# neuron_mac_sequencer_flat

--- src/rtl/ann_pkg.sv ---
// ann_pkg: shared constants, Q8.8 saturation limits and FSM states for the neuron MAC datapath.
package ann_pkg;
   localparam int N_INPUTS  = 28;
   localparam int ADDR_W    = 5;
   localparam int DATA_W    = 16;
   localparam int ACC_W     = 40;
   localparam int FRAC_BITS = 8;
   localparam logic [DATA_W-1:0] QMAX = 16'h7FFF;
   localparam logic [DATA_W-1:0] QMIN = 16'h8000;
   localparam logic signed [ACC_W-1:0] QMAX_EXT = 40'sd32767;
   localparam logic signed [ACC_W-1:0] QMIN_EXT = -40'sd32768;
   typedef enum logic [1:0] {IDLE, ISSUE, DRAIN, FINISH} state_t;
   // Q16.16 sum -> Q8.8 by arithmetic shift (floor), clamped to the 16-bit range
   function automatic logic [DATA_W-1:0] sat_q88(input logic signed [ACC_W-1:0] s);
      logic signed [ACC_W-1:0] q;
      q = s >>> FRAC_BITS;
      return (q > QMAX_EXT) ? QMAX : (q < QMIN_EXT) ? QMIN : q[DATA_W-1:0];
   endfunction
endpackage

--- src/rtl/neuron_mac_sequencer_if.sv ---
// neuron_mac_sequencer_if: control, BRAM read and result signals of one neuron MAC stage.
interface neuron_mac_sequencer_if;
   import ann_pkg::*;
   logic                     START;
   logic signed [DATA_W-1:0] BIAS;
   logic [ADDR_W-1:0]        ADDR;
   logic                     EN;
   logic                     WE;
   logic signed [DATA_W-1:0] W_DO;
   logic signed [DATA_W-1:0] X_DO;
   logic [DATA_W-1:0]        RESULT;
   logic                     DONE;
   logic                     BUSY;
   modport master (output START, BIAS, W_DO, X_DO, input ADDR, EN, WE, RESULT, DONE, BUSY);
   modport slave  (input START, BIAS, W_DO, X_DO, output ADDR, EN, WE, RESULT, DONE, BUSY);
endinterface

--- src/rtl/neuron_mac_sequencer_mac_unit.sv ---
// mac_unit: registers weight*activation when enabled, accumulates the registered product when valid.
module mac_unit
   import ann_pkg::*;
(
   input  logic                     clk,
   input  logic                     rst_n,
   input  logic                     clear,
   input  logic                     en,
   input  logic                     valid,
   input  logic signed [DATA_W-1:0] w,
   input  logic signed [DATA_W-1:0] x,
   output logic signed [ACC_W-1:0]  acc
);
   logic signed [2*DATA_W-1:0] prod;
   always_ff @(posedge clk or negedge rst_n)
      if (!rst_n) begin
         prod <= '0;
         acc  <= '0;
      end else begin
         if (en) prod <= w * x;
         acc <= clear ? '0 : valid ? acc + ACC_W'(prod) : acc;
      end
endmodule

--- src/rtl/neuron_mac_sequencer.sv ---
// neuron_mac_sequencer: walks the weight BRAM/activation buffer, MACs the pairs, adds bias, saturates to Q8.8.
// Optional NEURON_RELU_EN clamps negative results to zero.
module neuron_mac_sequencer
   import ann_pkg::*;
(
   input  logic CLK,
   input  logic RST_N,
   neuron_mac_sequencer_if.slave bus
);
   state_t                   state, state_nx;
   logic [ADDR_W-1:0]        addr_nx;
   logic                     en_nx, valid, clear;
   logic signed [DATA_W-1:0] bias, bias_nx;
   logic signed [ACC_W-1:0]  acc, sum;
   logic [DATA_W-1:0]        result, sat, res_val;

   mac_unit u_mac (
      .clk(CLK), .rst_n(RST_N), .clear(clear), .en(bus.EN), .valid(valid),
      .w(bus.W_DO), .x(bus.X_DO), .acc(acc)
   );

   always_ff @(posedge CLK or negedge RST_N)
      if (!RST_N) begin
         state    <= IDLE;
         bus.ADDR <= '0;
         bus.EN   <= 1'b0;
         bias     <= '0;
         valid    <= 1'b0;
         result   <= '0;
      end else begin
         state    <= state_nx;
         bus.ADDR <= addr_nx;
         bus.EN   <= en_nx;
         bias     <= bias_nx;
         valid    <= bus.EN;
         if (state == FINISH) result <= res_val;
      end

   always_comb begin
      state_nx = state;
      addr_nx  = bus.ADDR;
      en_nx    = bus.EN;
      bias_nx  = bias;
      clear    = 1'b0;
      case (state)
         IDLE: if (bus.START) begin
            state_nx = ISSUE;
            addr_nx  = '0;
            en_nx    = 1'b1;
            bias_nx  = bus.BIAS;
            clear    = 1'b1;
         end
         ISSUE: if (bus.ADDR == ADDR_W'(N_INPUTS - 1)) begin
            state_nx = DRAIN;
            en_nx    = 1'b0;
         end else addr_nx = bus.ADDR + ADDR_W'(1);
         DRAIN:   state_nx = FINISH;
         default: state_nx = IDLE;
      endcase
   end

   // bias is Q8.8; shift it into the Q16.16 accumulator domain before adding
   assign sum = acc + (ACC_W'(bias) <<< FRAC_BITS);
   assign sat = sat_q88(sum);
`ifdef NEURON_RELU_EN
   assign res_val = sat[DATA_W-1] ? '0 : sat;
`else
   assign res_val = sat;
`endif

   // RESULT is presented combinationally in the DONE cycle, then held by the register
   assign bus.RESULT = (state == FINISH) ? res_val : result;
   assign bus.DONE   = state == FINISH;
   assign bus.BUSY   = state != IDLE;
   assign bus.WE     = 1'b0;
endmodule

--- src/flat_wrapper.sv ---
// flat-port wrapper written by rule: the top's interface ports become plain ports
module neuron_mac_sequencer_flat import ann_pkg::*;
  (CLK, RST_N, bus_START, bus_BIAS, bus_W_DO, bus_X_DO, bus_ADDR, bus_EN, bus_WE, bus_RESULT, bus_DONE, bus_BUSY);
  neuron_mac_sequencer_if bus_i ();
  input  logic CLK;
  input  logic RST_N;
  input wire logic [$bits(bus_i.START)-1:0] bus_START;
  input wire logic [$bits(bus_i.BIAS)-1:0] bus_BIAS;
  input wire logic [$bits(bus_i.W_DO)-1:0] bus_W_DO;
  input wire logic [$bits(bus_i.X_DO)-1:0] bus_X_DO;
  output wire logic [$bits(bus_i.ADDR)-1:0] bus_ADDR;
  output wire logic [$bits(bus_i.EN)-1:0] bus_EN;
  output wire logic [$bits(bus_i.WE)-1:0] bus_WE;
  output wire logic [$bits(bus_i.RESULT)-1:0] bus_RESULT;
  output wire logic [$bits(bus_i.DONE)-1:0] bus_DONE;
  output wire logic [$bits(bus_i.BUSY)-1:0] bus_BUSY;
  assign bus_i.START = bus_START;
  assign bus_i.BIAS = bus_BIAS;
  assign bus_i.W_DO = bus_W_DO;
  assign bus_i.X_DO = bus_X_DO;
  assign bus_ADDR = bus_i.ADDR;
  assign bus_EN = bus_i.EN;
  assign bus_WE = bus_i.WE;
  assign bus_RESULT = bus_i.RESULT;
  assign bus_DONE = bus_i.DONE;
  assign bus_BUSY = bus_i.BUSY;
  neuron_mac_sequencer u_core (.CLK(CLK), .RST_N(RST_N), .bus(bus_i));
endmodule
--- config.mk ---
export PLATFORM = sky130hd
export DESIGN_NAME = neuron_mac_sequencer_flat
export DESIGN_NICKNAME = d
export VERILOG_FILES = /design/src/rtl/ann_pkg.sv /design/src/rtl/neuron_mac_sequencer_if.sv /design/src/rtl/neuron_mac_sequencer_mac_unit.sv /design/src/rtl/neuron_mac_sequencer.sv /design/src/flat_wrapper.sv
export SDC_FILE = /design/constraint.sdc
export NUM_CORES = 1
export LEC_CHECK = 0
export CORE_ASPECT_RATIO = 1.75
export CORE_MARGIN = 10
export CORE_UTILIZATION = 45
export CTS_BUF_LIST = sky130_fd_sc_hd__clkbuf_8
export DETAILED_ROUTE_END_ITERATION = 6
export PLACE_DENSITY = 0.67
export SLEW_MARGIN = 25
export SYNTH_ARGS = -nofsm -noshare
export SYNTH_HDL_FRONTEND = slang
export SYNTH_SLANG_ARGS = --single-unit
--- constraint.sdc ---
create_clock -name CLK -period 5.24 [get_ports CLK]
set_input_delay 0.786 -clock CLK [delete_from_list [all_inputs] [get_ports CLK]]
set_output_delay 0.786 -clock CLK [all_outputs]
set_load 0.1 [all_outputs]
# t_pulse_gen

$ cat config.mk
export PLATFORM = sky130hd
export DESIGN_NAME = t_pulse_gen
export DESIGN_NICKNAME = d
export VERILOG_FILES = /design/src/rtl/t_pulse_gen.sv
export SDC_FILE = /design/constraint.sdc
export NUM_CORES = 1
export LEC_CHECK = 0
export ABC_AREA = 1
export CAP_MARGIN = 30
export CORE_ASPECT_RATIO = 0.6
export CORE_MARGIN = 2
export CORE_UTILIZATION = 25
export DETAILED_ROUTE_END_ITERATION = 8
export PLACE_DENSITY = 0.47
export SLEW_MARGIN = 20
export SYNTH_ARGS = -nofsm -noshare
export SYNTH_HDL_FRONTEND = slang
export SYNTH_SLANG_ARGS = --single-unit
$ cat constraint.sdc
create_clock -name clk -period 2.6 [get_ports clk]
set_clock_uncertainty 0.2 [all_clocks]
set_input_delay 0.52 -clock clk [delete_from_list [all_inputs] [get_ports clk]]
set_output_delay 0.52 -clock clk [all_outputs]
set_load 0.01 [all_outputs]
$ cat src/rtl/t_pulse_gen.sv
// Button conditioner: synchronizer, debounce FSM, single-cycle toggle pulse and pulse counter.
// Optional feature: define AUTO_REPEAT_EN for repeat pulses while the button is held.
module t_pulse_gen #(
    parameter int SYNC_STAGES = 2,
    parameter int DB_CYCLES   = 16,
    parameter int REPEAT_DLY  = 64,
    parameter int REPEAT_PER  = 16
) (
    input  logic       clk,
    input  logic       rst_n,
    input  logic       btn_in,
    output logic       t,
    output logic       pressed,
    output logic [7:0] pulse_cnt
);

    typedef enum logic [1:0] {
        IDLE,
        DB_PRESS,
        HELD,
        DB_REL
    } state_t;

    localparam logic [7:0] DB_LAST = 8'(DB_CYCLES - 1);

    logic [SYNC_STAGES-1:0] sync_q;
    logic                   btn_s;

    state_t     state_q, state_d;
    logic [7:0] db_q, db_d;
    logic       t_d;
    logic       pressed_d;

    assign btn_s = sync_q[SYNC_STAGES-1];

`ifdef AUTO_REPEAT_EN
    localparam logic [15:0] DLY_LAST = 16'(REPEAT_DLY - 1);
    localparam logic [15:0] PER_LAST = 16'(REPEAT_PER - 1);

    logic [15:0] rpt_q, rpt_d;
    logic        rpt_run_q, rpt_run_d;
    logic [15:0] rpt_lim;
`endif

    always_comb begin
        state_d   = state_q;
        db_d      = db_q;
        t_d       = 1'b0;
        pressed_d = pressed;
        unique case (state_q)
            IDLE: begin
                if (btn_s) begin
                    state_d = DB_PRESS;
                    db_d    = 8'd0;
                end
            end
            DB_PRESS: begin
                if (!btn_s) begin
                    state_d = IDLE;
                end else if (db_q == DB_LAST) begin
                    state_d   = HELD;
                    pressed_d = 1'b1;
                    t_d       = 1'b1;
                end else begin
                    db_d = db_q + 8'd1;
                end
            end
            HELD: begin
                if (!btn_s) begin
                    state_d = DB_REL;
                    db_d    = 8'd0;
                end
            end
            DB_REL: begin
                if (btn_s) begin
                    state_d = HELD;
                end else if (db_q == DB_LAST) begin
                    state_d   = IDLE;
                    pressed_d = 1'b0;
                end else begin
                    db_d = db_q + 8'd1;
                end
            end
            default: begin
                state_d = IDLE;
            end
        endcase

`ifdef AUTO_REPEAT_EN
        rpt_d     = 16'd0;
        rpt_run_d = 1'b0;
        rpt_lim   = rpt_run_q ? PER_LAST : DLY_LAST;
        if (state_q == HELD && btn_s) begin
            rpt_d     = rpt_q;
            rpt_run_d = rpt_run_q;
            // A repeat due right after a pulse waits one cycle so t never stays high.
            if (rpt_q == rpt_lim) begin
                if (!t) begin
                    t_d       = 1'b1;
                    rpt_d     = 16'd0;
                    rpt_run_d = 1'b1;
                end
            end else begin
                rpt_d = rpt_q + 16'd1;
            end
        end
`endif
    end

    always_ff @(posedge clk or negedge rst_n) begin
        if (!rst_n) begin
            sync_q    <= '0;
            state_q   <= IDLE;
            db_q      <= 8'd0;
            t         <= 1'b0;
            pressed   <= 1'b0;
            pulse_cnt <= 8'd0;
        end else begin
            sync_q    <= {sync_q[SYNC_STAGES-2:0], btn_in};
            state_q   <= state_d;
            db_q      <= db_d;
            t         <= t_d;
            pressed   <= pressed_d;
            pulse_cnt <= pulse_cnt + {7'd0, t_d};
        end
    end

`ifdef AUTO_REPEAT_EN
    always_ff @(posedge clk or negedge rst_n) begin
        if (!rst_n) begin
            rpt_q     <= 16'd0;
            rpt_run_q <= 1'b0;
        end else begin
            rpt_q     <= rpt_d;
            rpt_run_q <= rpt_run_d;
        end
    end
`endif

endmodule


==> notes/layouts.md <==
Pictures saved along the way, in no particular order.

Nets reached from selected ports.
image #1
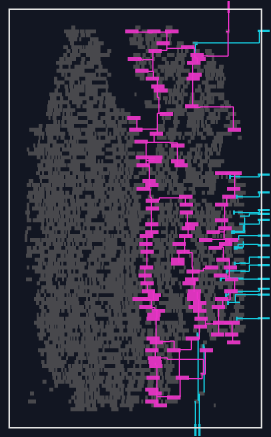
image #2
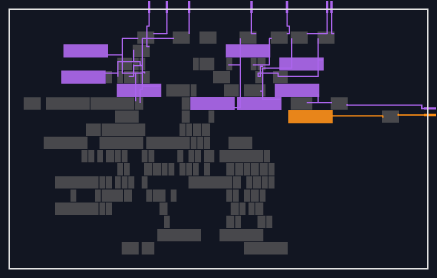
Of these, most cells: image #1
neuron_mac_sequencer_flat is image #1.
t_pulse_gen is image #2.

Key to image #2:
| port | color | direction | end cells | buffers | wire |
|---|---|---|---|---|---|
| pulse_cnt | purple | output | 8 | 8 | 211 µm |
| t | orange | output | 1 | 1 | 16.8 µm |

neuron_mac_sequencer_flat, clock routing:
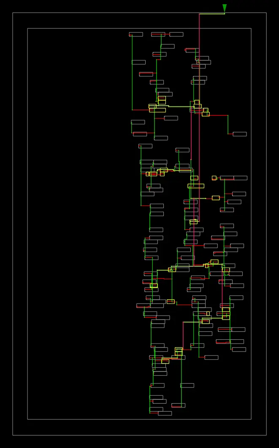
number of buffers created by CTS: 17
Late-Pin Clk Latency: 450 ps

==> impl_metrics.py, neuron_mac_sequencer_flat <==
# Metrics from the implementation run
metrics = {
    "status": {
        "run_status": "finished with violations",
        "violations": "setup timing",
    },
    "setup_path": {
        "critPathTopFamily": "adder cells",
        "critical_path.reg2reg.endpoint": "u_core.result[12]$_DFF_PN0_",
        "critPathMostFrequentCell": "fa_1",
    },
    "clock_tree": {
        "cts_tree": "done",
        "clk_pin_slew_worst_paths_ps": 70,
        "cts.htree.levels": 4,
    },
    "sta": {
        "worstMarginPinSlew_ps": 1060,
        "layout_setup_ws_ps": -816,
        "timing.final.crit_share": 1.16,
        "final.setup.tns_ps": -10730,
        "setup_viol_count_final": 20,
    },
    "global_routing": {
        "globalRoute.totalOverflow": 0,
        "grt_busiest_layer": "met2",
        "grt_util_met3": 0.0199,
    },
    "yosys": {
        "cell_type_count": 91,
        "yosys.area.top_type_share": 0.286,
        "synthesis.nets": 2537,
    },
    "layout": {
        "flow.area_growth_from_synthesis_pct": 24.9,
        "stdcell_area_um2": 23100,
    },
    "detailed_routing": {
        "detail_route.vias_per_cell": 5.30,
        "detail_route.iter0.violations": 658,
        "route.vias.total": 15279,
        "wirelength_mm": 48.5,
    },
    "placed_design": {
        "detailedPlace.worstSlack_ps": -1820,
    },
    "flow_run": {
        "stage_log_warnings": 32,
    },
    "floorplanning": {
        "dieHeight_um": 288,
    },
}
-- neuron_mac_sequencer_flat: cell type report --
class | count | area share
inverters | 331 | 0.0538
multi-input cells | 1545 | 0.645
clock inverters | 9 | 0.00466
well taps | 550 | 0.0298
diodes | 1 | 0.000108
clock buffers | 21 | 0.0125
repair buffers | 312 | 0.132
flip-flops and latches | 113 | 0.123
-- neuron_mac_sequencer_flat: metal layers --
metal | wire [µm] | up-vias
met1 | 17900 | 7580
met5 | 0 | -
met2 | 27400 | 345
li1 | - | 7229
met4 | 1930 | 0
met3 | 1260 | 125
-- neuron_mac_sequencer_flat: flip-flops by register name (all words and copies together), names as in the netlist --
name	flops
u_core.state	2
u_core.u_mac.acc	40
u_core.bus.EN	1
u_core.valid	1
u_core.result	16
u_core.u_mac.prod	32
u_core.bias	16
u_core.bus.ADDR	5
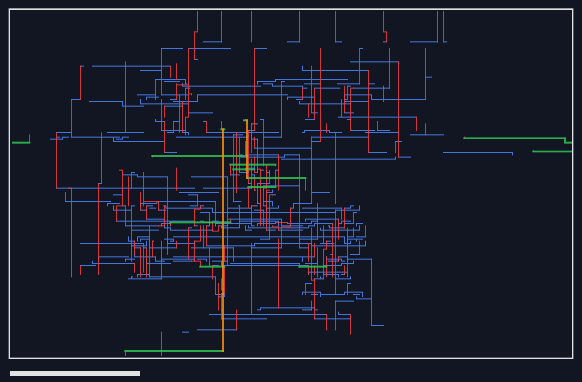
t_pulse_gen: signal wires by layer
Scale bar: 20 µm.
| layer | color | wire length |
|---|---|---|
| M1 | blue | 984 µm |
| M4 | orange | 42.8 µm |
| M3 | green | 95.4 µm |
| M2 | red | 774 µm |
aggregate routed wire length: 1.90 mm
total track usage: 0.0979

==> impl_metrics.py, t_pulse_gen <==
# Metrics from the implementation run
metrics = {
    "status": {
        "run_status": "complete, no violations",
    },
    "yosys": {
        "synth.area.top_cells": "dfrtp_1, nand2_1, nand3_1, nor2_1, inv_1",
        "post_synth.cell_area_avg_um2": 8.59,
        "leading_cell_types_by_count_after_synthesis": "nand2_1, dfrtp_1, nand3_1, nor2_1, inv_1",
    },
    "clock_tree": {
        "ctsRootBufferMaster": "clkbuf_8",
        "clock-sinks": 22,
    },
    "layout": {
        "final_layout_top_logic_cells": "nand2_1, dfrtp_1, nand3_1, nor2_1, clkdlybuf4s50_1",
        "final_nets": 141,
    },
    "detailed_routing": {
        "avgRoutedWirePerCell_um": 10.5,
        "route.met3.wl_um": 95,
    },
    "global_routing": {
        "grt_pass1_vias": 727,
        "grt_max_degree": 23,
    },
    "hold_path": {
        "holdCritStartpoint": "sync_q[0]$_DFF_PN0_",
    },
    "floorplanning": {
        "fp-utilization": 0.268,
    },
    "sta": {
        "layout_setup_ws_ps": 347,
        "timing.max_slew.rel_slack": 0.814,
    },
    "placed_design": {
        "gpl.final_weighted_congestion": 0.831,
    },
}
[t_pulse_gen: cells by family after synthesis]
kind of cell,after synthesis,synth area share
AND-OR/OR-AND,9,0.0444
XOR/XNOR,6,0.0519
adder cells (fa/ha/maj),3,0.0370
buffers and inverters,13,0.0556
flip-flops,22,0.543
AND/OR/NAND/NOR,65,0.268
[t_pulse_gen: cell type report]
| type | count | area [µm²] | share of cell area |
|---|---|---|---|
| clock buffers | 3 | 41.3 | 0.0334 |
| multi-input cells | 83 | 412 | 0.333 |
| inverters | 12 | 45.0 | 0.0365 |
| repair buffers | 13 | 128 | 0.103 |
| well taps | 47 | 58.8 | 0.0476 |
| flip-flops and latches | 22 | 551 | 0.446 |
[t_pulse_gen: what timing repair did]
item	in CTS	in global routing
resized	0	1
hold buffers	0	0
setup endpoints to repair	0	1
[t_pulse_gen: registers in the layout (all words and copies together) (netlist names), named ones only]
signal,cells
sync_q,2
pressed,1
pulse_cnt,8
t,1
db_q,8
state_q,1


==> notes/layouts.md <==
Pictures saved along the way, in no particular order.

Cells by drive strength.
(a)
Scale bar: 20 µm.
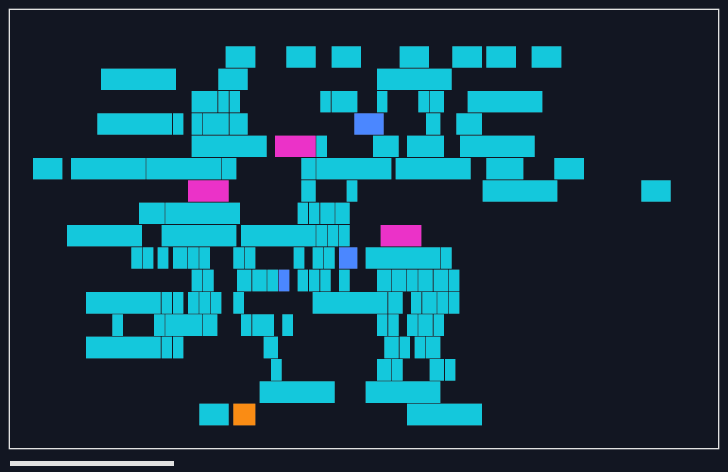
(b)
Scale bar: 50 µm.
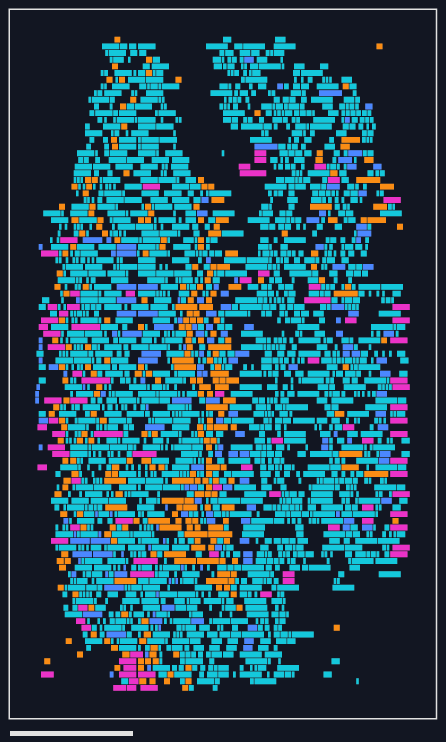
neuron_mac_sequencer_flat: (b)
t_pulse_gen: (a)
- largest die: (b)
- most cells: (b)

